# ---- bram32_arbiter ----
**src/rtl/bram32_pkg.sv**
```systemverilog
// Shared definitions for the bram32 RAM and its two-port arbiter.
// Defines the write subaddress codes, the port enum and the byte-lane decode.
package bram32_pkg;

    localparam logic [2:0] SUB_NONE  = 3'd0;
    localparam logic [2:0] SUB_WORD  = 3'd1;
    localparam logic [2:0] SUB_HALF0 = 3'd2;
    localparam logic [2:0] SUB_HALF1 = 3'd3;
    localparam logic [2:0] SUB_BYTE0 = 3'd4;
    localparam logic [2:0] SUB_BYTE1 = 3'd5;
    localparam logic [2:0] SUB_BYTE2 = 3'd6;
    localparam logic [2:0] SUB_BYTE3 = 3'd7;

    typedef enum logic {
        PORT_I = 1'b0,
        PORT_D = 1'b1
    } port_e;

    // Byte-lane write enables for a subaddress code; bit n enables data[8n+7:8n].
    function automatic logic [3:0] sub_lane_mask(input logic [2:0] sub);
        logic [3:0] mask;
        case (sub)
            SUB_WORD:  mask = 4'b1111;
            SUB_HALF0: mask = 4'b0011;
            SUB_HALF1: mask = 4'b1100;
            SUB_BYTE0: mask = 4'b0001;
            SUB_BYTE1: mask = 4'b0010;
            SUB_BYTE2: mask = 4'b0100;
            SUB_BYTE3: mask = 4'b1000;
            default:   mask = 4'b0000;
        endcase
        return mask;
    endfunction

endpackage

```
**src/rtl/bram32_arbiter_rr_arb2.sv**
```systemverilog
// Two-way round-robin arbiter; combinational grant, last-grant register.
// On a tie the requester not granted most recently wins; reset favours port I.
module rr_arb2
    import bram32_pkg::*;
(
    input  logic       i_clk,
    input  logic       i_rst_n,
    input  logic [1:0] req,
    output logic [1:0] gnt,
    output port_e      last
);

    port_e r_last;

    always_comb begin
        gnt = 2'b00;
        case (req)
            2'b01:   gnt = 2'b01;
            2'b10:   gnt = 2'b10;
            2'b11:   gnt = (r_last == PORT_D) ? 2'b01 : 2'b10;
            default: gnt = 2'b00;
        endcase
    end

    always_ff @(posedge i_clk) begin
        if (!i_rst_n) begin
            r_last <= PORT_D;
        end else if (gnt != 2'b00) begin
            r_last <= gnt[1] ? PORT_D : PORT_I;
        end
    end

    assign last = r_last;

endmodule

```
**src/rtl/bram32_arbiter.sv**
```systemverilog
// Shares one bram32 between a fetch port and a data port, one op per cycle.
// Ack exactly one cycle after grant; a losing requester simply holds req.
module bram32_arbiter
    import bram32_pkg::*;
#(
    parameter  int DEPTH      = 512,
    localparam int ADDR_WIDTH = $clog2(DEPTH)
) (
    input  logic                  i_clk,
    input  logic                  i_rst_n,
    input  logic                  i_i_req,
    input  logic [ADDR_WIDTH-1:0] i_i_addr,
    output logic                  o_i_ack,
    output logic [31:0]           o_i_rdata,
    input  logic                  i_d_req,
    input  logic [ADDR_WIDTH-1:0] i_d_addr,
    input  logic                  i_d_we,
    input  logic [31:0]           i_d_wdata,
    input  logic [2:0]            i_d_wr_subaddr,
    output logic                  o_d_ack,
    output logic [31:0]           o_d_rdata,
    output logic [ADDR_WIDTH-1:0] o_mem_addr,
    output logic [31:0]           o_mem_data,
    output logic                  o_mem_we,
    output logic [2:0]            o_mem_wr_subaddr,
    input  logic [31:0]           i_mem_rdata
);

    logic       r_busy_i;
    logic       r_busy_d;
    logic [1:0] eligible;
    logic [1:0] gnt;
    port_e      last_port;

    // A port in its ack cycle is masked so a held req is not granted twice.
    assign eligible = {i_d_req & ~r_busy_d, i_i_req & ~r_busy_i};

    rr_arb2 u_rr_arb2 (
        .i_clk   (i_clk),
        .i_rst_n (i_rst_n),
        .req     (eligible),
        .gnt     (gnt),
        .last    (last_port)
    );

    always_comb begin
        o_mem_addr       = '0;
        o_mem_data       = 32'h0;
        o_mem_we         = 1'b0;
        o_mem_wr_subaddr = SUB_NONE;
        if (gnt[0]) begin
            o_mem_addr = i_i_addr;
        end else if (gnt[1]) begin
            o_mem_addr       = i_d_addr;
            o_mem_data       = i_d_wdata;
            o_mem_we         = i_d_we & (i_d_wr_subaddr != SUB_NONE);
            o_mem_wr_subaddr = i_d_wr_subaddr;
        end
    end

    always_ff @(posedge i_clk) begin
        if (!i_rst_n) begin
            r_busy_i <= 1'b0;
            r_busy_d <= 1'b0;
        end else begin
            r_busy_i <= gnt[0];
            r_busy_d <= gnt[1];
        end
    end

    assign o_i_ack   = r_busy_i;
    assign o_d_ack   = r_busy_d;
    assign o_i_rdata = i_mem_rdata;
    assign o_d_rdata = i_mem_rdata;

    logic unused_last;
    assign unused_last = last_port;

endmodule

```
**config.mk**
```make
export PLATFORM = sky130hd
export DESIGN_NAME = bram32_arbiter
export DESIGN_NICKNAME = d
export VERILOG_FILES = /design/src/rtl/bram32_pkg.sv /design/src/rtl/bram32_arbiter_rr_arb2.sv /design/src/rtl/bram32_arbiter.sv
export SDC_FILE = /design/constraint.sdc
export NUM_CORES = 1
export LEC_CHECK = 0
export CORE_MARGIN = 4
export CORE_UTILIZATION = 20
export CTS_CLUSTER_SIZE = 25
export DETAILED_ROUTE_END_ITERATION = 8
export GPL_TIMING_DRIVEN = 0
export PLACE_DENSITY_LB_ADDON = 0.1
export SYNTH_ARGS = -nofsm -noshare
export SYNTH_HDL_FRONTEND = slang
export SYNTH_SLANG_ARGS = --single-unit
export TNS_END_PERCENT = 5
```
**constraint.sdc**
```tcl
create_clock -name i_clk -period 2.6 [get_ports i_clk]
set_input_delay 0.39 -clock i_clk [delete_from_list [all_inputs] [get_ports i_clk]]
set_output_delay 0.39 -clock i_clk [all_outputs]
set_load 0.01 [all_outputs]
```
bram32_arbiter, power grid:
Scale bar: 20 um. Pins as bars on the die edge.
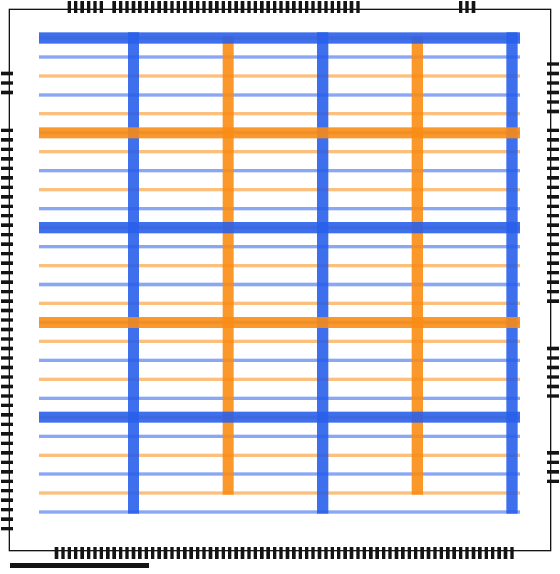
[orange] VDD
[blue] VSS
met4 straps: 5
met1 rails: 26
signal pins: 201
met5 straps: 5
Peak VDD IR: 0.102 mV
die extent in y: 77.5 um
Placeable Area: 4690 sq um
die width: 77.5 um

bram32_arbiter, cell classes on the final placement:
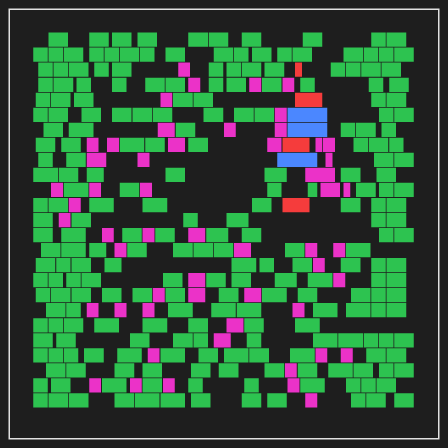
[magenta] remaining logic cells | cells: 54 | share of their area: 13%
[green] remaining buffers and delay cells | cells: 240 | share of their area: 83%
[blue] registers | cells: 3 | share of their area: 2.2%
[red] clock drivers and dummy loads | cells: 4 | share of their area: 1.6%
Final Cell Area: 2850 sq um
Seq area share: 2.11%
final core occ: 60.8%
FP Rows: 25

bram32_arbiter, clock wires, drivers and flops:
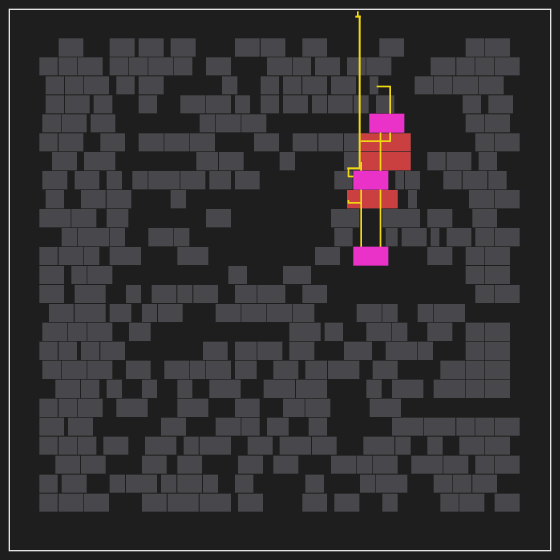
[yellow] clock wires | length: 82.7 um
[magenta] clock-net drivers | count: 3
[red] flip-flops | count: 3
routed clock nets: 4

==> flow_summary.yaml <==
# physical design summary
grt:
  grt.total_usage_pct: 14.2
  gr-usage-met2_pct: 29.5
sta:
  setup_viol: 0
  worstMarginPinSlew_ps: 277
synthesis:
  syn-cell-area_sq_um: 965
  async_flop_share_pct: 0
  topCombFamilyByArea: "buffers and inverters"
  fp_nets: 217
  avgSynthCellArea_sq_um: 7.60
min_path:
  hp-start: "u_rr_arb2.last"
layout:
  num-fill-cells: 418
  inv_count: 2
  fin_nets: 392
  top_area_cell_class: "buffers"
  logic_gate_count: 52
clocking:
  clk_transition_reported_paths_ps: 30
  ctsHoldBuffers: 0
  cts_setup_buffers: 0
route:
  finalWirelength_um: 4780
placement:
  port-buffer-count: 168
outcome:
  status: "complete, no violations"
floorplanning:
  taps: 54
critical_path:
  cp_slowest_cell: "clkdlybuf4s50_1"

# ---- vga_sample_arbiter ----
$ cat src/rtl/vga_sample_arbiter.sv
// Arbitrates a single-port sine-sample RAM: pixel reads (absolute priority) vs. sample writes.
// Read: request t -> ram_en t+1 -> pix_sample/pix_valid t+3; write: grant t -> ram_we/wr_ack t+1.
module vga_sample_arbiter #(
    parameter int DEPTH      = 640,
    parameter int H_OFFSET   = 144,
    parameter int BLANK_ONLY = 1,
    parameter int MAX_WAIT   = 1023
) (
    input  logic       i_mclk,
    input  logic       i_start,
    input  logic       i_pix_en,
    input  logic       i_vidon,
    input  logic [9:0] i_hc,
    input  logic       i_wr_req,
    input  logic [9:0] i_wr_addr,
    input  logic [7:0] i_wr_data,
    output logic       o_wr_ack,
    output logic       o_wr_err,
    output logic       o_wr_stall,
    output logic       o_ram_en,
    output logic       o_ram_we,
    output logic [9:0] o_ram_addr,
    output logic [7:0] o_ram_wdata,
    input  logic [7:0] i_ram_rdata,
    output logic [7:0] o_pix_sample,
    output logic       o_pix_valid
);

    typedef enum logic [1:0] {IDLE, RD, WR} state_t;

    state_t      r_state;
    logic        r_rd1_zero;
    logic        r_rd2_vld;
    logic        r_rd2_zero;
    logic [9:0]  r_wait;

    logic        w_rq_rd;
    logic        w_rq_wr;
    logic        w_grant;
    logic [10:0] w_hc_rel;
    logic        w_rd_ok;
    logic        w_wr_ok;
    logic [9:0]  w_wait_nxt;

    assign w_rq_rd  = i_pix_en & i_vidon;
    assign w_rq_wr  = i_wr_req & ~o_wr_ack & ((BLANK_ONLY == 0) | ~i_vidon);
    assign w_grant  = w_rq_wr & ~w_rq_rd;
    assign w_hc_rel = {1'b0, i_hc} - 11'(H_OFFSET);
    assign w_rd_ok  = (i_hc >= 10'(H_OFFSET)) && (w_hc_rel < 11'(DEPTH));
    assign w_wr_ok  = {1'b0, i_wr_addr} < 11'(DEPTH);

    always_comb begin
        w_wait_nxt = r_wait;
        if (!i_wr_req || w_grant)
            w_wait_nxt = 10'd0;
        else if (r_wait != 10'h3FF)
            w_wait_nxt = r_wait + 10'd1;
    end

    always_ff @(posedge i_mclk) begin
        if (i_start) begin
            r_state      <= IDLE;
            r_rd1_zero   <= 1'b0;
            r_rd2_vld    <= 1'b0;
            r_rd2_zero   <= 1'b0;
            r_wait       <= 10'd0;
            o_wr_ack     <= 1'b0;
            o_wr_err     <= 1'b0;
            o_wr_stall   <= 1'b0;
            o_ram_en     <= 1'b0;
            o_ram_we     <= 1'b0;
            o_ram_addr   <= 10'd0;
            o_ram_wdata  <= 8'd0;
            o_pix_sample <= 8'd0;
            o_pix_valid  <= 1'b0;
        end else begin
            o_wr_ack <= 1'b0;
            o_ram_en <= 1'b0;
            o_ram_we <= 1'b0;
            if (w_rq_rd) begin
                // out-of-range columns still occupy a pipeline slot as a zero sample
                r_state    <= RD;
                o_ram_en   <= w_rd_ok;
                o_ram_addr <= w_hc_rel[9:0];
                r_rd1_zero <= ~w_rd_ok;
            end else if (w_rq_wr) begin
                r_state     <= WR;
                o_ram_en    <= w_wr_ok;
                o_ram_we    <= w_wr_ok;
                o_ram_addr  <= i_wr_addr;
                o_ram_wdata <= i_wr_data;
                o_wr_ack    <= 1'b1;
                if (!w_wr_ok)
                    o_wr_err <= 1'b1;
            end else begin
                r_state <= IDLE;
            end

            r_rd2_vld   <= (r_state == RD);
            r_rd2_zero  <= r_rd1_zero;
            o_pix_valid <= r_rd2_vld;
            if (r_rd2_vld)
                o_pix_sample <= r_rd2_zero ? 8'd0 : i_ram_rdata;

            r_wait <= w_wait_nxt;
            if (w_wait_nxt > 10'(MAX_WAIT))
                o_wr_stall <= 1'b1;
        end
    end

endmodule

$ cat config.mk
export PLATFORM = sky130hd
export DESIGN_NAME = vga_sample_arbiter
export DESIGN_NICKNAME = d
export VERILOG_FILES = /design/src/rtl/vga_sample_arbiter.sv
export SDC_FILE = /design/constraint.sdc
export NUM_CORES = 1
export LEC_CHECK = 0
export CAP_MARGIN = 0
export CELL_PAD_IN_SITES_DETAIL_PLACEMENT = 1
export CELL_PAD_IN_SITES_GLOBAL_PLACEMENT = 1
export CORE_AREA = 8 8 79 81
export DETAILED_ROUTE_END_ITERATION = 8
export DIE_AREA = 0 0 87 89
export PLACE_DENSITY_LB_ADDON = 0.1
export SLEW_MARGIN = 40
export SYNTH_ARGS = -nofsm -noshare
export SYNTH_HDL_FRONTEND = slang
export SYNTH_SLANG_ARGS = --single-unit
$ cat constraint.sdc
create_clock -name i_mclk -period 3.7 [get_ports i_mclk]
set_input_delay 0.555 -clock i_mclk [delete_from_list [all_inputs] [get_ports i_mclk]]
set_output_delay 0.555 -clock i_mclk [all_outputs]
set_load 0.03 [all_outputs]
vga_sample_arbiter, power grid:
Scale bar: 20 um. Pins as bars on the die edge.
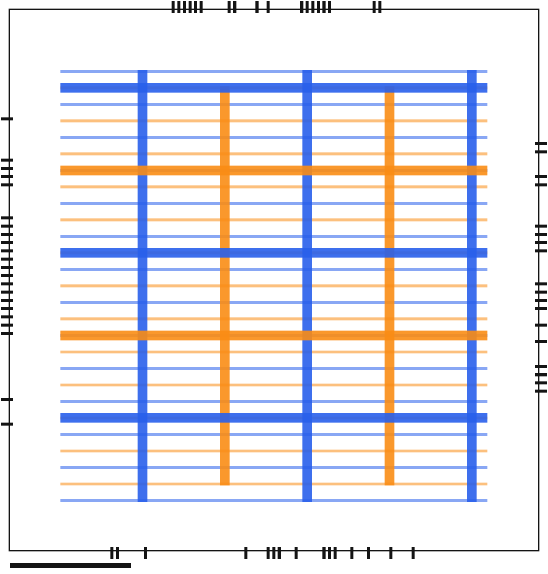
[blue] VSS
[orange] VDD
met5 straps: 5
met4 straps: 5
met1 rails: 27

==> flow_summary.yaml <==
# physical design summary
route:
  met2_wirelength_um: 2540
  finalWirelength_um: 4950
  wire_per_inst_um: 16.0
  drc: 0
min_path:
  timing.hold.worst_endpoint: "r_rd2_vld"
  hold_path_class: "register to register"
  worstHoldPathCells: 1
  hp-start: "r_state[0]"
layout:
  logic_gate_count: 118
  num-fill-cells: 580
  largest_reg_flops: 10
  clkCellAreaFrac_pct: 4.61
  signal_buffer_area_fraction_pct: 31.3
  drive_gt1_share_pct: 7.11
  syn_to_final_growth_pct: 60.7
  final_cell_mix: "clkdlybuf4s50_1 (71), dfxtp_1 (36), a21oi_1 (27), nand2_1 (26), nor2_1 (18)"
  n_all_buffers: 74
  comb-cell-share_pct: 29.0
pwr:
  p_total_uw: 935
  powerClk_uw: 343
  p_leak_uw: 0.000860
placement:
  pre_cts_slack_ps: 1240
  hpwlAfterDp_um: 3830
critical_path:
  critPathRequiredTime_ps: 3890
  reg2reg_depth: 4
  max_stage_delay_ps: 500
  cp-startpoint: "i_hc[4]"
  cp_top_family: "AND-OR/OR-AND gates"
grt:
  grt.met3_usage_pct: 6.07
  grt.total_usage_pct: 12.9
sta:
  rsz0062_at_grt: "false"
  hold_ws_ps: 464
  setup_viol: 0
outcome:
  status: "complete, no violations"
synthesis:
  yosys.area_share.adder_pct: 1.72
  simple_gate_share_pct: 21.9
  yosysWarnings: 0
  yosysTopAreaCell: "dfxtp_1"
  synthMostInstantiatedCell: "dfxtp_1"
  topCombFamilyByArea: "simple AND/OR/NAND/NOR gates"
  synthMuxAreaShare_pct: 0
  syn_inst: 167
clocking:
  clock_sinks: 36
  cts_setup_buffers: 0
vga_sample_arbiter, cell classes on the final placement:
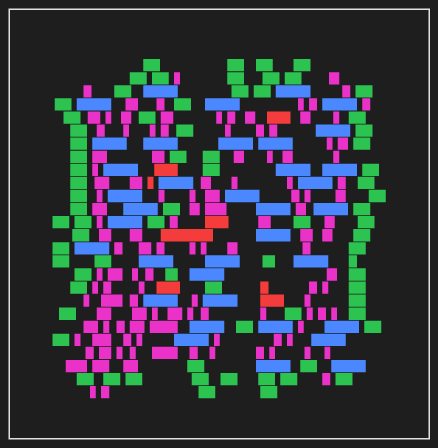
[green] remaining buffers and delay cells | cells: 74 | share of their area: 32%
[red] clock drivers and dummy loads | cells: 8 | share of their area: 4.8%
[blue] registers | cells: 36 | share of their area: 32%
[magenta] remaining logic cells | cells: 121 | share of their area: 31%
FP Rows: 26
Placeable Area: 4980 sq um
final core occ: 46.9%


# ---- pq_req_sched_flat ----
pq_req_sched_flat, clock wires, drivers and flops:
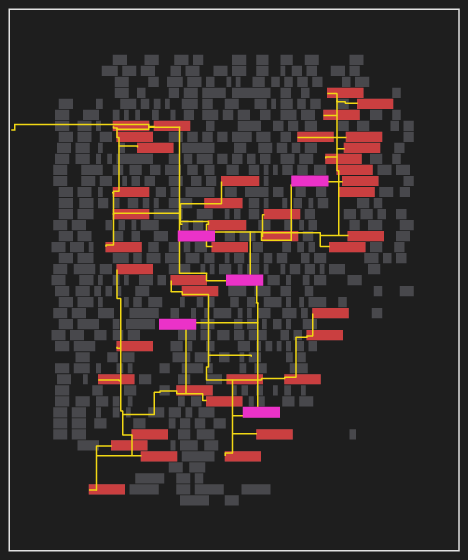
pq_req_sched_flat, metal layers overlaid:
Scale bar: 20 um.
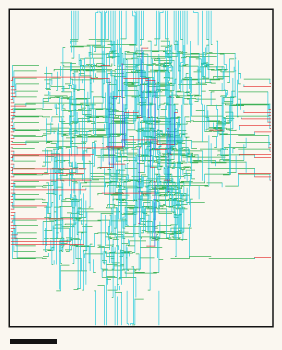
<file path="config.mk">
export PLATFORM = sky130hd
export DESIGN_NAME = pq_req_sched_flat
export DESIGN_NICKNAME = d
export VERILOG_FILES = /design/src/rtl/pq_req_sched_if.sv /design/src/rtl/pq_req_sched.sv /design/src/flat_wrapper.sv
export SDC_FILE = /design/constraint.sdc
export NUM_CORES = 1
export LEC_CHECK = 0
export CELL_PAD_IN_SITES_DETAIL_PLACEMENT = 1
export CELL_PAD_IN_SITES_GLOBAL_PLACEMENT = 1
export CORE_ASPECT_RATIO = 1.25
export CORE_MARGIN = 10
export CORE_UTILIZATION = 28
export CTS_CLUSTER_SIZE = 28
export DETAILED_ROUTE_END_ITERATION = 10
export MAX_ROUTING_LAYER = met4
export PLACE_DENSITY = 0.76
export SLEW_MARGIN = 20
export SYNTH_ARGS = -nofsm -noshare
export SYNTH_HDL_FRONTEND = slang
export SYNTH_SLANG_ARGS = --single-unit
</file>
<file path="constraint.sdc">
create_clock -name clk_i -period 2.15 [get_ports clk_i]
set_input_delay 0.43 -clock clk_i [delete_from_list [all_inputs] [get_ports clk_i]]
set_output_delay 0.43 -clock clk_i [all_outputs]
set_load 0.03 [all_outputs]
</file>
<file path="src/rtl/pq_req_sched_if.sv">
// Requester-side command and response bundle for the
// priority-queue request scheduler.
interface pq_req_sched_if #(
  parameter int NREQ = 4,
  parameter int DW   = 8,
  parameter int TW   = 4
);
  localparam int IW = $clog2(NREQ);

  logic [NREQ-1:0]    req_valid_i;
  logic [NREQ-1:0]    req_ready_o;
  logic [2*NREQ-1:0]  req_op_i;
  logic [DW*NREQ-1:0] req_data_i;
  logic [TW*NREQ-1:0] req_id_i;
  logic               rsp_valid_o;
  logic [IW-1:0]      rsp_req_o;
  logic               rsp_err_o;
  logic [DW-1:0]      rsp_data_o;
  logic [TW-1:0]      rsp_id_o;

  modport master (
    output req_valid_i, req_op_i,
    output req_data_i, req_id_i,
    input  req_ready_o, rsp_valid_o,
    input  rsp_req_o, rsp_err_o,
    input  rsp_data_o, rsp_id_o
  );

  modport slave (
    input  req_valid_i, req_op_i,
    input  req_data_i, req_id_i,
    output req_ready_o, rsp_valid_o,
    output rsp_req_o, rsp_err_o,
    output rsp_data_o, rsp_id_o
  );
endinterface

</file>
<file path="src/rtl/pq_req_sched.sv">
// Round-robin scheduler in front of the array priority queue:
// one operation in flight, single-cycle response to its owner.
module pq_req_sched #(
  parameter int NREQ     = 4,
  parameter int DW       = 8,
  parameter int TW       = 4,
  parameter int DEPTH    = 16,
  parameter int PUSH_LAT = 2,
  parameter int TIMEOUT  = 15
) (
  input  logic                         clk_i,
  input  logic                         rst_ni,
  pq_req_sched_if.slave                bus,
  output logic                         arr_push_o,
  output logic                         arr_pop_o,
  output logic                         arr_drop_o,
  output logic [DW-1:0]                arr_data_o,
  output logic [TW-1:0]                arr_id_o,
  input  logic                         arr_pop_vld_i,
  input  logic [DW-1:0]                arr_pop_data_i,
  input  logic [TW-1:0]                arr_pop_id_i,
  input  logic                         arr_drop_vld_i,
  input  logic                         arr_drop_hit_i,
  output logic [$clog2(DEPTH+1)-1:0]   count_o,
  output logic                         full_o,
  output logic                         empty_o
);
  localparam int IW  = $clog2(NREQ);
  localparam int CW  = $clog2(DEPTH + 1);
  localparam int WCW = $clog2(TIMEOUT + PUSH_LAT + 2);
  localparam logic [1:0] OP_PUSH = 2'b01;
  localparam logic [1:0] OP_POP  = 2'b10;

  typedef enum logic [2:0] {
    IDLE, ISSUE, WAIT_PUSH,
    WAIT_POP, WAIT_DROP, RESP
  } state_e;

  state_e         state_q, state_d;
  logic [IW-1:0]  ptr_q, gnt;
  logic [1:0]     op_q, op_g;
  logic [DW-1:0]  data_q, data_g, rdata_q;
  logic [TW-1:0]  id_q, id_g, rid_q;
  logic           err_q, any_v, rej, tmo;
  logic [WCW-1:0] wcnt_q;
  logic [CW-1:0]  count_q;
  int             j;

  // Highest priority is the first valid requester after ptr_q.
  always_comb begin
    any_v = 1'b0;
    gnt   = ptr_q;
    j     = 0;
    for (int k = NREQ; k >= 1; k--) begin
      j = (int'(ptr_q) + k) % NREQ;
      if (bus.req_valid_i[IW'(j)]) begin
        any_v = 1'b1;
        gnt   = IW'(j);
      end
    end
  end

  always_comb begin
    op_g   = '0;
    data_g = '0;
    id_g   = '0;
    for (int i = 0; i < NREQ; i++) begin
      if (gnt == IW'(i)) begin
        op_g   = bus.req_op_i[2*i +: 2];
        data_g = bus.req_data_i[DW*i +: DW];
        id_g   = bus.req_id_i[TW*i +: TW];
      end
    end
  end

  assign rej = (op_g == 2'b00)
             | ((op_g == OP_PUSH) & full_o)
             | (op_g[1] & empty_o);
  assign tmo = (wcnt_q == WCW'(TIMEOUT));

  always_ff @(posedge clk_i or negedge rst_ni) begin
    if (!rst_ni) state_q <= IDLE;
    else         state_q <= state_d;
  end

  always_comb begin
    state_d = state_q;
    unique case (state_q)
      IDLE:
        if (any_v) state_d = rej ? RESP : ISSUE;
      ISSUE:
        unique case (op_q)
          OP_PUSH: state_d = WAIT_PUSH;
          OP_POP:  state_d = WAIT_POP;
          default: state_d = WAIT_DROP;
        endcase
      WAIT_PUSH:
        if (wcnt_q == WCW'(PUSH_LAT)) state_d = RESP;
      WAIT_POP:
        if (arr_pop_vld_i || tmo) state_d = RESP;
      WAIT_DROP:
        if (arr_drop_vld_i || tmo) state_d = RESP;
      RESP:    state_d = IDLE;
      default: state_d = IDLE;
    endcase
  end

  always_ff @(posedge clk_i or negedge rst_ni) begin
    if (!rst_ni) begin
      ptr_q   <= IW'(NREQ - 1);
      op_q    <= '0;
      data_q  <= '0;
      id_q    <= '0;
      err_q   <= 1'b0;
      rdata_q <= '0;
      rid_q   <= '0;
      wcnt_q  <= '0;
      count_q <= '0;
    end else begin
      unique case (state_q)
        IDLE:
          if (any_v) begin
            ptr_q   <= gnt;
            op_q    <= op_g;
            data_q  <= data_g;
            id_q    <= id_g;
            err_q   <= rej;
            rdata_q <= '0;
            rid_q   <= '0;
          end
        ISSUE:     wcnt_q <= WCW'(1);
        WAIT_PUSH: wcnt_q <= wcnt_q + WCW'(1);
        WAIT_POP: begin
          wcnt_q <= wcnt_q + WCW'(1);
          if (arr_pop_vld_i) begin
            rdata_q <= arr_pop_data_i;
            rid_q   <= arr_pop_id_i;
          end else if (tmo) begin
            err_q <= 1'b1;
          end
        end
        WAIT_DROP: begin
          wcnt_q <= wcnt_q + WCW'(1);
          if (arr_drop_vld_i) err_q <= ~arr_drop_hit_i;
          else if (tmo)       err_q <= 1'b1;
        end
        RESP:
          if (!err_q) begin
            count_q <= (op_q == OP_PUSH)
                     ? count_q + CW'(1)
                     : count_q - CW'(1);
          end
        default: ;
      endcase
    end
  end

  always_comb begin
    bus.req_ready_o = '0;
    if (state_q == IDLE && any_v)
      bus.req_ready_o = NREQ'(1) << gnt;
  end

  assign arr_push_o = (state_q == ISSUE) && (op_q == OP_PUSH);
  assign arr_pop_o  = (state_q == ISSUE) && (op_q == OP_POP);
  assign arr_drop_o = (state_q == ISSUE) && (op_q == 2'b11);
  assign arr_data_o = arr_push_o ? data_q : '0;
  assign arr_id_o   = (arr_push_o || arr_drop_o) ? id_q : '0;

  assign bus.rsp_valid_o = (state_q == RESP);
  assign bus.rsp_req_o   = bus.rsp_valid_o ? ptr_q : '0;
  assign bus.rsp_err_o   = bus.rsp_valid_o & err_q;
  assign bus.rsp_data_o  = bus.rsp_valid_o ? rdata_q : '0;
  assign bus.rsp_id_o    = bus.rsp_valid_o ? rid_q : '0;

  assign count_o = count_q;
  assign full_o  = (count_q == CW'(DEPTH));
  assign empty_o = (count_q == '0);
endmodule

</file>
<file path="src/flat_wrapper.sv">
// flat-port wrapper written by rule: the top's interface ports become plain ports
module pq_req_sched_flat 
#(
  parameter int NREQ     = 4,
  parameter int DW       = 8,
  parameter int TW       = 4,
  parameter int DEPTH    = 16,
  parameter int PUSH_LAT = 2,
  parameter int TIMEOUT  = 15
)
  (clk_i, rst_ni, arr_push_o, arr_pop_o, arr_drop_o, arr_data_o, arr_id_o, arr_pop_vld_i, arr_pop_data_i, arr_pop_id_i, arr_drop_vld_i, arr_drop_hit_i, count_o, full_o, empty_o, bus_req_valid_i, bus_req_op_i, bus_req_data_i, bus_req_id_i, bus_req_ready_o, bus_rsp_valid_o, bus_rsp_req_o, bus_rsp_err_o, bus_rsp_data_o, bus_rsp_id_o);
  pq_req_sched_if #(.NREQ(NREQ), .DW(DW), .TW(TW)) bus_i ();
  input  logic clk_i;
  input  logic rst_ni;
  output logic arr_push_o;
  output logic arr_pop_o;
  output logic arr_drop_o;
  output logic [DW-1:0] arr_data_o;
  output logic [TW-1:0] arr_id_o;
  input  logic arr_pop_vld_i;
  input  logic [DW-1:0] arr_pop_data_i;
  input  logic [TW-1:0] arr_pop_id_i;
  input  logic arr_drop_vld_i;
  input  logic arr_drop_hit_i;
  output logic [$clog2(DEPTH+1)-1:0] count_o;
  output logic full_o;
  output logic empty_o;
  input wire logic [$bits(bus_i.req_valid_i)-1:0] bus_req_valid_i;
  input wire logic [$bits(bus_i.req_op_i)-1:0] bus_req_op_i;
  input wire logic [$bits(bus_i.req_data_i)-1:0] bus_req_data_i;
  input wire logic [$bits(bus_i.req_id_i)-1:0] bus_req_id_i;
  output wire logic [$bits(bus_i.req_ready_o)-1:0] bus_req_ready_o;
  output wire logic [$bits(bus_i.rsp_valid_o)-1:0] bus_rsp_valid_o;
  output wire logic [$bits(bus_i.rsp_req_o)-1:0] bus_rsp_req_o;
  output wire logic [$bits(bus_i.rsp_err_o)-1:0] bus_rsp_err_o;
  output wire logic [$bits(bus_i.rsp_data_o)-1:0] bus_rsp_data_o;
  output wire logic [$bits(bus_i.rsp_id_o)-1:0] bus_rsp_id_o;
  assign bus_i.req_valid_i = bus_req_valid_i;
  assign bus_i.req_op_i = bus_req_op_i;
  assign bus_i.req_data_i = bus_req_data_i;
  assign bus_i.req_id_i = bus_req_id_i;
  assign bus_req_ready_o = bus_i.req_ready_o;
  assign bus_rsp_valid_o = bus_i.rsp_valid_o;
  assign bus_rsp_req_o = bus_i.rsp_req_o;
  assign bus_rsp_err_o = bus_i.rsp_err_o;
  assign bus_rsp_data_o = bus_i.rsp_data_o;
  assign bus_rsp_id_o = bus_i.rsp_id_o;
  pq_req_sched #(.NREQ(NREQ), .DW(DW), .TW(TW), .DEPTH(DEPTH), .PUSH_LAT(PUSH_LAT), .TIMEOUT(TIMEOUT)) u_core (.clk_i(clk_i), .rst_ni(rst_ni), .bus(bus_i), .arr_push_o(arr_push_o), .arr_pop_o(arr_pop_o), .arr_drop_o(arr_drop_o), .arr_data_o(arr_data_o), .arr_id_o(arr_id_o), .arr_pop_vld_i(arr_pop_vld_i), .arr_pop_data_i(arr_pop_data_i), .arr_pop_id_i(arr_pop_id_i), .arr_drop_vld_i(arr_drop_vld_i), .arr_drop_hit_i(arr_drop_hit_i), .count_o(count_o), .full_o(full_o), .empty_o(empty_o));
endmodule
</file>
==> flow_summary.yaml <==
# physical design summary
clocking:
  clk_latency_ps: 290
  clock_sinks: 42
sta:
  setup_viol: 9
  final.setup.worst_slack_ps: -237
  finalClockSkew_ps: 4.55
  fmaxAchievable_ghz: 0.419
pwr:
  pwr-share-seq_pct: 21.7
  power_frac_comb_pct: 66.7
layout:
  clock_buffer_count: 5
  syn_to_final_growth_pct: 73.3
  final_util_pct: 49.6
  largest_registers: "u_core.data_q: 8 flops, u_core.rdata_q: 8 flops"
  seqCellArea_sq_um: 1050
grt:
  grt.overflow.total: 0
critical_path:
  timing.rr.end: "u_core.state_q[2]"
  path_cells: "dlygate4sd2_1 -> buf_4 -> o21a_1 -> o21ai_2 -> nand2_2 -> buf_4 -> nor2_2 -> buf_6"
  crit_cells: 8
  timing.critical_path.to_type: "output pin"
synthesis:
  area_leaders: "dfrtp_1 (35%), mux2i_1 (5.9%), mux2_2 (5.9%)"
  avgSynthCellArea_sq_um: 8.91
route:
  drt-met1-wl_um: 4250
job:
  log.warning_count: 33
outcome:
  status: "complete, but fails checks"
  violations: "setup timing"
placement:
  placed_cell_area_sq_um: 4510
Notes on 'clock wires, drivers and flops' of pq_req_sched_flat above:
[yellow] clock wires | length: 673 um
[red] flip-flops | count: 42
[magenta] clock-net drivers | count: 5
routed clock nets: 6

Notes on 'metal layers overlaid' of pq_req_sched_flat above:
[green] M1 | wire length: 4250 um
[cyan] M2 | wire length: 6180 um
[blue] M4 | wire length: 326 um
[red] M3 | wire length: 640 um
WL final: 11400 um
GRT Total Usage: 14.3%


# ---- branch_target_buffer_flat ----
branch_target_buffer_flat, metal layers overlaid:
Scale bar: 100 um.
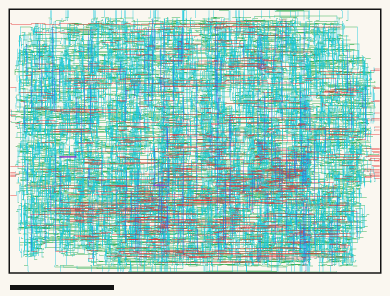
## src/rtl/branch_target_buffer_if.sv

```systemverilog
// rtl/branch_target_buffer_if.sv - fetch/execute side bundle for the branch target buffer
interface branch_target_buffer_if;
  logic [31:0] btb_lookup_pc_i;
  logic        btb_update_i;
  logic [31:0] btb_update_pc_i;
  logic        btb_update_taken_i;
  logic [31:0] btb_update_target_i;
  logic        btb_flush_i;
  logic        btb_hit_o;
  logic        btb_br_pred_o;
  logic [31:0] btb_pred_target_addr_o;
  logic [15:0] btb_mispredict_cnt_o;

  modport master (
    output btb_lookup_pc_i, btb_update_i, btb_update_pc_i, btb_update_taken_i,
           btb_update_target_i, btb_flush_i,
    input  btb_hit_o, btb_br_pred_o, btb_pred_target_addr_o, btb_mispredict_cnt_o
  );

  modport slave (
    input  btb_lookup_pc_i, btb_update_i, btb_update_pc_i, btb_update_taken_i,
           btb_update_target_i, btb_flush_i,
    output btb_hit_o, btb_br_pred_o, btb_pred_target_addr_o, btb_mispredict_cnt_o
  );
endinterface

```

## src/rtl/branch_target_buffer.sv

```systemverilog
// rtl/branch_target_buffer.sv - direct-mapped BTB with 2-bit counters and mispredict counter
module branch_target_buffer #(
  parameter int IDX_BITS = 4
) (
  input logic                  clk,
  input logic                  rst,
  branch_target_buffer_if.slave btb
);
  localparam int ENTRIES = 1 << IDX_BITS;
  localparam int TAG_W   = 30 - IDX_BITS;

  logic                valid_q  [ENTRIES];
  logic [TAG_W-1:0]    tag_q    [ENTRIES];
  logic [31:0]         target_q [ENTRIES];
  logic [1:0]          ctr_q    [ENTRIES];
  logic [15:0]         mis_cnt_q, mis_cnt_d;

  logic [IDX_BITS-1:0] lk_idx, up_idx;
  logic [TAG_W-1:0]    lk_tag, up_tag;
  logic                lk_hit, up_hit, up_pred;

  logic                ent_we, ent_valid_d;
  logic [TAG_W-1:0]    ent_tag_d;
  logic [31:0]         ent_target_d;
  logic [1:0]          ent_ctr_d;
  logic                unused_pc_bits;

  assign unused_pc_bits = ^{btb.btb_lookup_pc_i[1:0], btb.btb_update_pc_i[1:0]};

  assign lk_idx = btb.btb_lookup_pc_i[IDX_BITS+1:2];
  assign lk_tag = btb.btb_lookup_pc_i[31:IDX_BITS+2];
  assign up_idx = btb.btb_update_pc_i[IDX_BITS+1:2];
  assign up_tag = btb.btb_update_pc_i[31:IDX_BITS+2];

  // Lookup reads registered state only, so a same-cycle update is never bypassed.
  assign lk_hit  = valid_q[lk_idx] && (tag_q[lk_idx] == lk_tag);
  assign up_hit  = valid_q[up_idx] && (tag_q[up_idx] == up_tag);
  assign up_pred = up_hit && ctr_q[up_idx][1];

  assign btb.btb_hit_o              = lk_hit;
  assign btb.btb_br_pred_o          = lk_hit && ctr_q[lk_idx][1];
  assign btb.btb_pred_target_addr_o = lk_hit ? target_q[lk_idx] : 32'd0;
  assign btb.btb_mispredict_cnt_o   = mis_cnt_q;

  always_comb begin
    ent_we       = 1'b0;
    ent_valid_d  = valid_q[up_idx];
    ent_tag_d    = tag_q[up_idx];
    ent_target_d = target_q[up_idx];
    ent_ctr_d    = ctr_q[up_idx];
    mis_cnt_d    = mis_cnt_q;

    if (btb.btb_update_i && (up_pred != btb.btb_update_taken_i) && (mis_cnt_q != 16'hFFFF))
      mis_cnt_d = mis_cnt_q + 16'd1;

    // Flush wins over a simultaneous update; only the mispredict count still moves.
    if (btb.btb_update_i && !btb.btb_flush_i) begin
      if (up_hit) begin
        ent_we = 1'b1;
        if (btb.btb_update_taken_i) begin
          ent_ctr_d    = (ctr_q[up_idx] == 2'b11) ? 2'b11 : ctr_q[up_idx] + 2'd1;
          ent_target_d = btb.btb_update_target_i;
        end else begin
          ent_ctr_d = (ctr_q[up_idx] == 2'b00) ? 2'b00 : ctr_q[up_idx] - 2'd1;
        end
      end else if (btb.btb_update_taken_i) begin
        ent_we       = 1'b1;
        ent_valid_d  = 1'b1;
        ent_tag_d    = up_tag;
        ent_target_d = btb.btb_update_target_i;
        ent_ctr_d    = 2'b10;
      end
    end
  end

  always_ff @(posedge clk or posedge rst) begin
    if (rst) begin
      for (int i = 0; i < ENTRIES; i++) begin
        valid_q[i]  <= 1'b0;
        tag_q[i]    <= '0;
        target_q[i] <= 32'd0;
        ctr_q[i]    <= 2'b01;
      end
      mis_cnt_q <= 16'd0;
    end else begin
      mis_cnt_q <= mis_cnt_d;
      if (btb.btb_flush_i) begin
        for (int i = 0; i < ENTRIES; i++) valid_q[i] <= 1'b0;
      end else if (ent_we) begin
        valid_q[up_idx]  <= ent_valid_d;
        tag_q[up_idx]    <= ent_tag_d;
        target_q[up_idx] <= ent_target_d;
        ctr_q[up_idx]    <= ent_ctr_d;
      end
    end
  end
endmodule

```

## src/flat_wrapper.sv

```systemverilog
// flat-port wrapper written by rule: the top's interface ports become plain ports
module branch_target_buffer_flat 
#(
  parameter int IDX_BITS = 4
)
  (clk, rst, btb_btb_lookup_pc_i, btb_btb_update_i, btb_btb_update_pc_i, btb_btb_update_taken_i, btb_btb_update_target_i, btb_btb_flush_i, btb_btb_hit_o, btb_btb_br_pred_o, btb_btb_pred_target_addr_o, btb_btb_mispredict_cnt_o);
  branch_target_buffer_if btb_i ();
  input logic clk;
  input logic rst;
  input wire logic [$bits(btb_i.btb_lookup_pc_i)-1:0] btb_btb_lookup_pc_i;
  input wire logic [$bits(btb_i.btb_update_i)-1:0] btb_btb_update_i;
  input wire logic [$bits(btb_i.btb_update_pc_i)-1:0] btb_btb_update_pc_i;
  input wire logic [$bits(btb_i.btb_update_taken_i)-1:0] btb_btb_update_taken_i;
  input wire logic [$bits(btb_i.btb_update_target_i)-1:0] btb_btb_update_target_i;
  input wire logic [$bits(btb_i.btb_flush_i)-1:0] btb_btb_flush_i;
  output wire logic [$bits(btb_i.btb_hit_o)-1:0] btb_btb_hit_o;
  output wire logic [$bits(btb_i.btb_br_pred_o)-1:0] btb_btb_br_pred_o;
  output wire logic [$bits(btb_i.btb_pred_target_addr_o)-1:0] btb_btb_pred_target_addr_o;
  output wire logic [$bits(btb_i.btb_mispredict_cnt_o)-1:0] btb_btb_mispredict_cnt_o;
  assign btb_i.btb_lookup_pc_i = btb_btb_lookup_pc_i;
  assign btb_i.btb_update_i = btb_btb_update_i;
  assign btb_i.btb_update_pc_i = btb_btb_update_pc_i;
  assign btb_i.btb_update_taken_i = btb_btb_update_taken_i;
  assign btb_i.btb_update_target_i = btb_btb_update_target_i;
  assign btb_i.btb_flush_i = btb_btb_flush_i;
  assign btb_btb_hit_o = btb_i.btb_hit_o;
  assign btb_btb_br_pred_o = btb_i.btb_br_pred_o;
  assign btb_btb_pred_target_addr_o = btb_i.btb_pred_target_addr_o;
  assign btb_btb_mispredict_cnt_o = btb_i.btb_mispredict_cnt_o;
  branch_target_buffer #(.IDX_BITS(IDX_BITS)) u_core (.clk(clk), .rst(rst), .btb(btb_i));
endmodule
```

## config.mk

```make
export PLATFORM = sky130hd
export DESIGN_NAME = branch_target_buffer_flat
export DESIGN_NICKNAME = d
export VERILOG_FILES = /design/src/rtl/branch_target_buffer_if.sv /design/src/rtl/branch_target_buffer.sv /design/src/flat_wrapper.sv
export SDC_FILE = /design/constraint.sdc
export NUM_CORES = 2
export LEC_CHECK = 0
export CORE_ASPECT_RATIO = 0.7
export CORE_MARGIN = 5
export CORE_UTILIZATION = 66
export DETAILED_ROUTE_END_ITERATION = 10
export PLACE_DENSITY_LB_ADDON = 0.1
export SETUP_SLACK_MARGIN = 0.2
export SLEW_MARGIN = 15
export SYNTH_ARGS = -nofsm -noshare
export SYNTH_HDL_FRONTEND = slang
export SYNTH_SLANG_ARGS = --single-unit
```

## constraint.sdc

```tcl
create_clock -name clk -period 53.3 [get_ports clk]
set_input_delay 10.66 -clock clk [delete_from_list [all_inputs] [get_ports clk]]
set_output_delay 10.66 -clock clk [all_outputs]
set_load 0.05 [all_outputs]
```

==> flow_summary.yaml <==
# physical design summary
placement:
  place_congestion: 0.886
critical_path:
  cp_num_buf_inv: 5
  cp_slowest_cell: "buf_4"
  cp-endpoint: "btb_btb_pred_target_addr_o[31]"
outcome:
  status: "complete, no violations"
pwr:
  power_frac_comb_pct: 13.8
  p_leak_uw: 0.0271
clocking:
  clock_sinks: 992
  clk_latency_ps: 680
floorplanning:
  num_rows: 88
synthesis:
  ys_sh_xor_pct: 0.925
  yosysTopAreaCell: "dfrtp_1"
  area_leaders: "dfrtp_1 (44%), mux4_2 (23%), mux2_2 (20%)"
grt:
  grt.overflow.total: 0
  grt.total_usage_pct: 34.5
layout:
  syn_to_final_growth_pct: 8.98
About 'metal layers overlaid' of branch_target_buffer_flat:
[red] M3 | wire length: 15000 um
[green] M1 | wire length: 60.6 mm
[cyan] M2 | wire length: 71.3 mm
[purple] M5 | wire length: 23.9 um
[blue] M4 | wire length: 4940 um
via count: 34900
WL final: 152000 um
wire length per cell: 32.3 um


# ---- id_ex_stage_flat ----
id_ex_stage_flat, power grid:
Scale bar: 50 um. Pins as bars on the die edge.
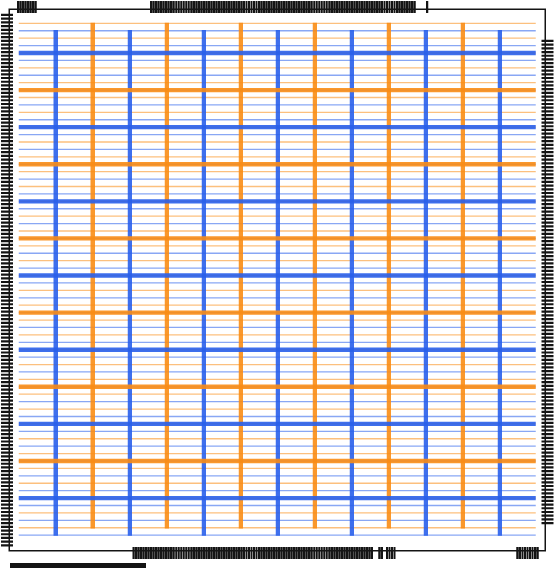
File: src/rtl/id_ex_if.sv
// Decode/execute-side bundle of the ID/EX pipeline register.
// The stage uses the slave view; the decode/write-back/execute environment uses master.
interface id_ex_if #(
  parameter int CTRL_W = 8
);
  // decode side
  logic              flush;
  logic              in_valid;
  logic              in_ready;
  logic [4:0]        ra1;
  logic [4:0]        ra2;
  logic [63:0]       rd1;
  logic [63:0]       rd2;
  logic [63:0]       imm;
  logic [4:0]        wa;
  logic              mem_read;
  logic              reg_write;
  logic [CTRL_W-1:0] ctrl;
  // write-back snoop (same signals as regfile port 3)
  logic              wb_we;
  logic [4:0]        wb_wa;
  logic [63:0]       wb_wd;
  // execute side
  logic              ex_valid;
  logic              ex_ready;
  logic [63:0]       ex_rd1;
  logic [63:0]       ex_rd2;
  logic [63:0]       ex_imm;
  logic [4:0]        ex_wa;
  logic              ex_mem_read;
  logic              ex_reg_write;
  logic [CTRL_W-1:0] ex_ctrl;

  modport slave (
    input  flush, in_valid, ra1, ra2, rd1, rd2, imm, wa, mem_read, reg_write, ctrl,
    input  wb_we, wb_wa, wb_wd, ex_ready,
    output in_ready, ex_valid, ex_rd1, ex_rd2, ex_imm, ex_wa, ex_mem_read, ex_reg_write, ex_ctrl
  );

  modport master (
    output flush, in_valid, ra1, ra2, rd1, rd2, imm, wa, mem_read, reg_write, ctrl,
    output wb_we, wb_wa, wb_wd, ex_ready,
    input  in_ready, ex_valid, ex_rd1, ex_rd2, ex_imm, ex_wa, ex_mem_read, ex_reg_write, ex_ctrl
  );
endinterface

File: src/rtl/id_ex_stage.sv
// ID/EX pipeline register with write-back bypass, load-use bubble insertion
// (STALL_CYCLES bubbles per hazard), valid/ready handshake and branch flush.
// Optional macro ID_EX_PERF_CNT_EN adds stall_cnt/flush_cnt performance counters.
module id_ex_stage #(
  parameter int STALL_CYCLES = 1,
  parameter int CTRL_W       = 8
) (
  input  logic        clk,
  input  logic        reset_n,
  id_ex_if.slave      bus
`ifdef ID_EX_PERF_CNT_EN
  ,
  output logic [31:0] stall_cnt,
  output logic [31:0] flush_cnt
`endif
);
  localparam int CNT_W = $clog2(STALL_CYCLES + 1);
  localparam logic [4:0] XZR = 5'd31;

  typedef enum logic { RUN, STALL } state_t;

  state_t            state, state_nxt;
  logic [CNT_W-1:0]  cnt, cnt_nxt;

  logic              ex_valid_q;
  logic [63:0]       ex_rd1_q, ex_rd2_q, ex_imm_q;
  logic [4:0]        ex_wa_q;
  logic              ex_mem_read_q, ex_reg_write_q;
  logic [CTRL_W-1:0] ex_ctrl_q;

  logic advance, hazard, hit1, hit2, in_ready, xfer, byp1, byp2;

  // handshake, hazard and bypass selection
  always_comb begin
    advance  = !ex_valid_q || bus.ex_ready;
    hit1     = (ex_wa_q == bus.ra1) && (bus.ra1 != XZR);
    hit2     = (ex_wa_q == bus.ra2) && (bus.ra2 != XZR);
    hazard   = ex_valid_q && ex_mem_read_q && ex_reg_write_q && (ex_wa_q != XZR) && (hit1 || hit2);
    in_ready = (state == RUN) && advance && !hazard && !bus.flush;
    xfer     = bus.in_valid && in_ready;
    // XZR reads are hardwired zero in the regfile, so never forward into them
    byp1     = bus.wb_we && (bus.wb_wa != XZR) && (bus.wb_wa == bus.ra1);
    byp2     = bus.wb_we && (bus.wb_wa != XZR) && (bus.wb_wa == bus.ra2);
  end

  // stall FSM next state; flush overrides any pending bubbles
  always_comb begin
    state_nxt = state;
    cnt_nxt   = cnt;
    if (bus.flush) begin
      state_nxt = RUN;
      cnt_nxt   = '0;
    end else begin
      case (state)
        RUN: begin
          // the hazard cycle itself already yields the first bubble
          if (hazard && advance && (STALL_CYCLES > 1)) begin
            state_nxt = STALL;
            cnt_nxt   = CNT_W'(STALL_CYCLES - 1);
          end
        end
        STALL: begin
          if (advance) begin
            cnt_nxt = cnt - CNT_W'(1);
            if (cnt == CNT_W'(1)) state_nxt = RUN;
          end
        end
        default: begin
          state_nxt = RUN;
          cnt_nxt   = '0;
        end
      endcase
    end
  end

  // stall FSM state register
  always_ff @(posedge clk or negedge reset_n) begin
    if (!reset_n) begin
      state <= RUN;
      cnt   <= '0;
    end else begin
      state <= state_nxt;
      cnt   <= cnt_nxt;
    end
  end

  // pipeline register; data regs simply hold on bubbles and flushes
  always_ff @(posedge clk or negedge reset_n) begin
    if (!reset_n) begin
      ex_valid_q     <= 1'b0;
      ex_rd1_q       <= '0;
      ex_rd2_q       <= '0;
      ex_imm_q       <= '0;
      ex_wa_q        <= '0;
      ex_mem_read_q  <= 1'b0;
      ex_reg_write_q <= 1'b0;
      ex_ctrl_q      <= '0;
    end else if (bus.flush) begin
      ex_valid_q     <= 1'b0;
    end else if (advance) begin
      ex_valid_q <= xfer;
      if (xfer) begin
        ex_rd1_q       <= byp1 ? bus.wb_wd : bus.rd1;
        ex_rd2_q       <= byp2 ? bus.wb_wd : bus.rd2;
        ex_imm_q       <= bus.imm;
        ex_wa_q        <= bus.wa;
        ex_mem_read_q  <= bus.mem_read;
        ex_reg_write_q <= bus.reg_write;
        ex_ctrl_q      <= bus.ctrl;
      end
    end
  end

`ifdef ID_EX_PERF_CNT_EN
  // perf counters: decode blocked cycles and flushes that killed a live instruction
  always_ff @(posedge clk or negedge reset_n) begin
    if (!reset_n) begin
      stall_cnt <= '0;
      flush_cnt <= '0;
    end else begin
      if (bus.in_valid && !in_ready && !bus.flush) stall_cnt <= stall_cnt + 32'd1;
      if (bus.flush && ex_valid_q)                 flush_cnt <= flush_cnt + 32'd1;
    end
  end
`endif

  assign bus.in_ready     = in_ready;
  assign bus.ex_valid     = ex_valid_q;
  assign bus.ex_rd1       = ex_rd1_q;
  assign bus.ex_rd2       = ex_rd2_q;
  assign bus.ex_imm       = ex_imm_q;
  assign bus.ex_wa        = ex_wa_q;
  assign bus.ex_mem_read  = ex_mem_read_q;
  assign bus.ex_reg_write = ex_reg_write_q;
  assign bus.ex_ctrl      = ex_ctrl_q;

endmodule
File: src/flat_wrapper.sv
// flat-port wrapper written by rule: the top's interface ports become plain ports
module id_ex_stage_flat 
#(
  parameter int STALL_CYCLES = 1,
  parameter int CTRL_W       = 8
)
  (clk, reset_n, bus_flush, bus_in_valid, bus_ra1, bus_ra2, bus_rd1, bus_rd2, bus_imm, bus_wa, bus_mem_read, bus_reg_write, bus_ctrl, bus_wb_we, bus_wb_wa, bus_wb_wd, bus_ex_ready, bus_in_ready, bus_ex_valid, bus_ex_rd1, bus_ex_rd2, bus_ex_imm, bus_ex_wa, bus_ex_mem_read, bus_ex_reg_write, bus_ex_ctrl);
  id_ex_if #(.CTRL_W(CTRL_W)) bus_i ();
  input  logic clk;
  input  logic reset_n;
  input wire logic [$bits(bus_i.flush)-1:0] bus_flush;
  input wire logic [$bits(bus_i.in_valid)-1:0] bus_in_valid;
  input wire logic [$bits(bus_i.ra1)-1:0] bus_ra1;
  input wire logic [$bits(bus_i.ra2)-1:0] bus_ra2;
  input wire logic [$bits(bus_i.rd1)-1:0] bus_rd1;
  input wire logic [$bits(bus_i.rd2)-1:0] bus_rd2;
  input wire logic [$bits(bus_i.imm)-1:0] bus_imm;
  input wire logic [$bits(bus_i.wa)-1:0] bus_wa;
  input wire logic [$bits(bus_i.mem_read)-1:0] bus_mem_read;
  input wire logic [$bits(bus_i.reg_write)-1:0] bus_reg_write;
  input wire logic [$bits(bus_i.ctrl)-1:0] bus_ctrl;
  input wire logic [$bits(bus_i.wb_we)-1:0] bus_wb_we;
  input wire logic [$bits(bus_i.wb_wa)-1:0] bus_wb_wa;
  input wire logic [$bits(bus_i.wb_wd)-1:0] bus_wb_wd;
  input wire logic [$bits(bus_i.ex_ready)-1:0] bus_ex_ready;
  output wire logic [$bits(bus_i.in_ready)-1:0] bus_in_ready;
  output wire logic [$bits(bus_i.ex_valid)-1:0] bus_ex_valid;
  output wire logic [$bits(bus_i.ex_rd1)-1:0] bus_ex_rd1;
  output wire logic [$bits(bus_i.ex_rd2)-1:0] bus_ex_rd2;
  output wire logic [$bits(bus_i.ex_imm)-1:0] bus_ex_imm;
  output wire logic [$bits(bus_i.ex_wa)-1:0] bus_ex_wa;
  output wire logic [$bits(bus_i.ex_mem_read)-1:0] bus_ex_mem_read;
  output wire logic [$bits(bus_i.ex_reg_write)-1:0] bus_ex_reg_write;
  output wire logic [$bits(bus_i.ex_ctrl)-1:0] bus_ex_ctrl;
  assign bus_i.flush = bus_flush;
  assign bus_i.in_valid = bus_in_valid;
  assign bus_i.ra1 = bus_ra1;
  assign bus_i.ra2 = bus_ra2;
  assign bus_i.rd1 = bus_rd1;
  assign bus_i.rd2 = bus_rd2;
  assign bus_i.imm = bus_imm;
  assign bus_i.wa = bus_wa;
  assign bus_i.mem_read = bus_mem_read;
  assign bus_i.reg_write = bus_reg_write;
  assign bus_i.ctrl = bus_ctrl;
  assign bus_i.wb_we = bus_wb_we;
  assign bus_i.wb_wa = bus_wb_wa;
  assign bus_i.wb_wd = bus_wb_wd;
  assign bus_i.ex_ready = bus_ex_ready;
  assign bus_in_ready = bus_i.in_ready;
  assign bus_ex_valid = bus_i.ex_valid;
  assign bus_ex_rd1 = bus_i.ex_rd1;
  assign bus_ex_rd2 = bus_i.ex_rd2;
  assign bus_ex_imm = bus_i.ex_imm;
  assign bus_ex_wa = bus_i.ex_wa;
  assign bus_ex_mem_read = bus_i.ex_mem_read;
  assign bus_ex_reg_write = bus_i.ex_reg_write;
  assign bus_ex_ctrl = bus_i.ex_ctrl;
  id_ex_stage #(.STALL_CYCLES(STALL_CYCLES), .CTRL_W(CTRL_W)) u_core (.clk(clk), .reset_n(reset_n), .bus(bus_i));
endmodule
File: config.mk
export PLATFORM = sky130hd
export DESIGN_NAME = id_ex_stage_flat
export DESIGN_NICKNAME = d
export VERILOG_FILES = /design/src/rtl/id_ex_if.sv /design/src/rtl/id_ex_stage.sv /design/src/flat_wrapper.sv
export SDC_FILE = /design/constraint.sdc
export NUM_CORES = 1
export LEC_CHECK = 0
export CORE_AREA = 3 3 193 195
export CTS_CLUSTER_SIZE = 40
export DETAILED_ROUTE_END_ITERATION = 7
export DIE_AREA = 0 0 196 198
export PLACE_DENSITY = 0.65
export SYNTH_ARGS = -nofsm -noshare
export SYNTH_HDL_FRONTEND = slang
export SYNTH_SLANG_ARGS = --single-unit
File: constraint.sdc
create_clock -name clk -period 2.63 [get_ports clk]
set_input_delay 0.526 -clock clk [delete_from_list [all_inputs] [get_ports clk]]
set_output_delay 0.526 -clock clk [all_outputs]
set_load 0.1 [all_outputs]
==> flow_summary.yaml <==
# physical design summary
job:
  log.warning_count: 26
sta:
  finalMaxSlewViolations: 0
  slew_headroom_pct: 72.0
min_path:
  hold_path_class: "register to register"
  hp-start: "u_core.cnt"
  timing.hold.worst_endpoint: "u_core.state"
critical_path:
  crit_arrival_ps: 2010
  max_stage_delay_ps: 480
  path_cells: "clkdlybuf4s50_1 -> buf_4 -> xnor2_1 -> nand4_1 -> o22a_2 -> nor2_4 -> nor2b_4 -> buf_12"
  cp_top_family: "buffers and inverters"
route:
  met2_wirelength_um: 18400
  wire_per_inst_um: 20.1
  drt-initial-drc-count: 295
pwr:
  p_total_uw: 14400
  clkPwrFrac_pct: 27.1
layout:
  antenna_cells: 0
  final_util_pct: 47.7
  signal_buffer_area_fraction_pct: 32.4
  final_cell_mix: "clkdlybuf4s50_1 (288), buf_4 (257), dfrtp_1 (210), nor2_1 (131), mux2i_1 (128)"
  clkCellAreaFrac_pct: 5.56
  comb-cell-share_pct: 27.6
clocking:
  ctsResizeCount: 3
  clk_latency_ps: 530
  root_buffer: "clkbuf_16"
synthesis:
  ys_ff: 210
  yosysTopAreaCell: "dfrtp_1"
  yosysWarnings: 0
  fp_nets: 1083
  yosys.area_share.adder_pct: 0
floorplanning:
  fp_util_pct: 29.5
grt:
  gr-usage-met2_pct: 32.2
  grt_pass1_wl_um: 55800
  grtUsageMet1_pct: 21.2
  antenna_found_initial: 0
  grt.overflow.total: 0
outcome:
  status: "complete, no violations"
placement:
  hpwlAfterDp_um: 28200
## Picture notes: 'power grid' of id_ex_stage_flat
[blue] VSS
[orange] VDD
signal pins: 501
met5 straps: 13
met1 rails: 70
Placeable Area: 35600 sq um
Peak VDD IR: 0.623 mV



==> layout pictures side by side <==
Clock wires, drivers and flops.
Plate I
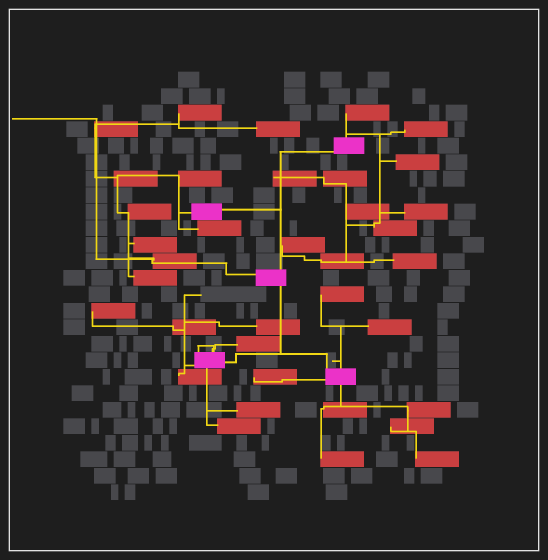
Plate II
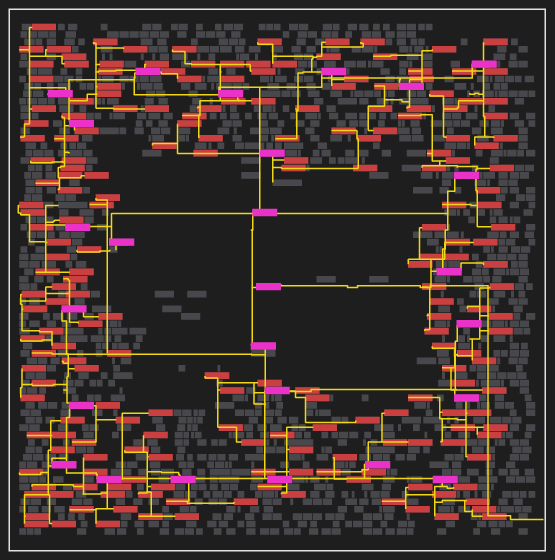
Plate III
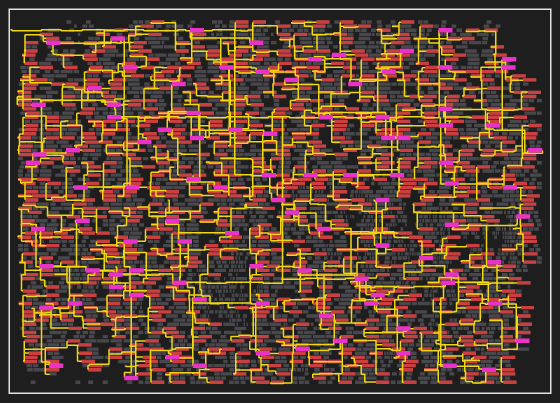
The one with the fewest sequential cells is Plate I.
The one with the most sequential cells is Plate III.
Plate II: id_ex_stage_flat
Plate I: vga_sample_arbiter
Plate III: branch_target_buffer_flat

Key to Plate III:
[red] flip-flops | count: 992
[magenta] clock-net drivers | count: 97
[yellow] clock wires | length: 12200 um
flops lie: all over the die

Power and IR drop assume default switching activity.
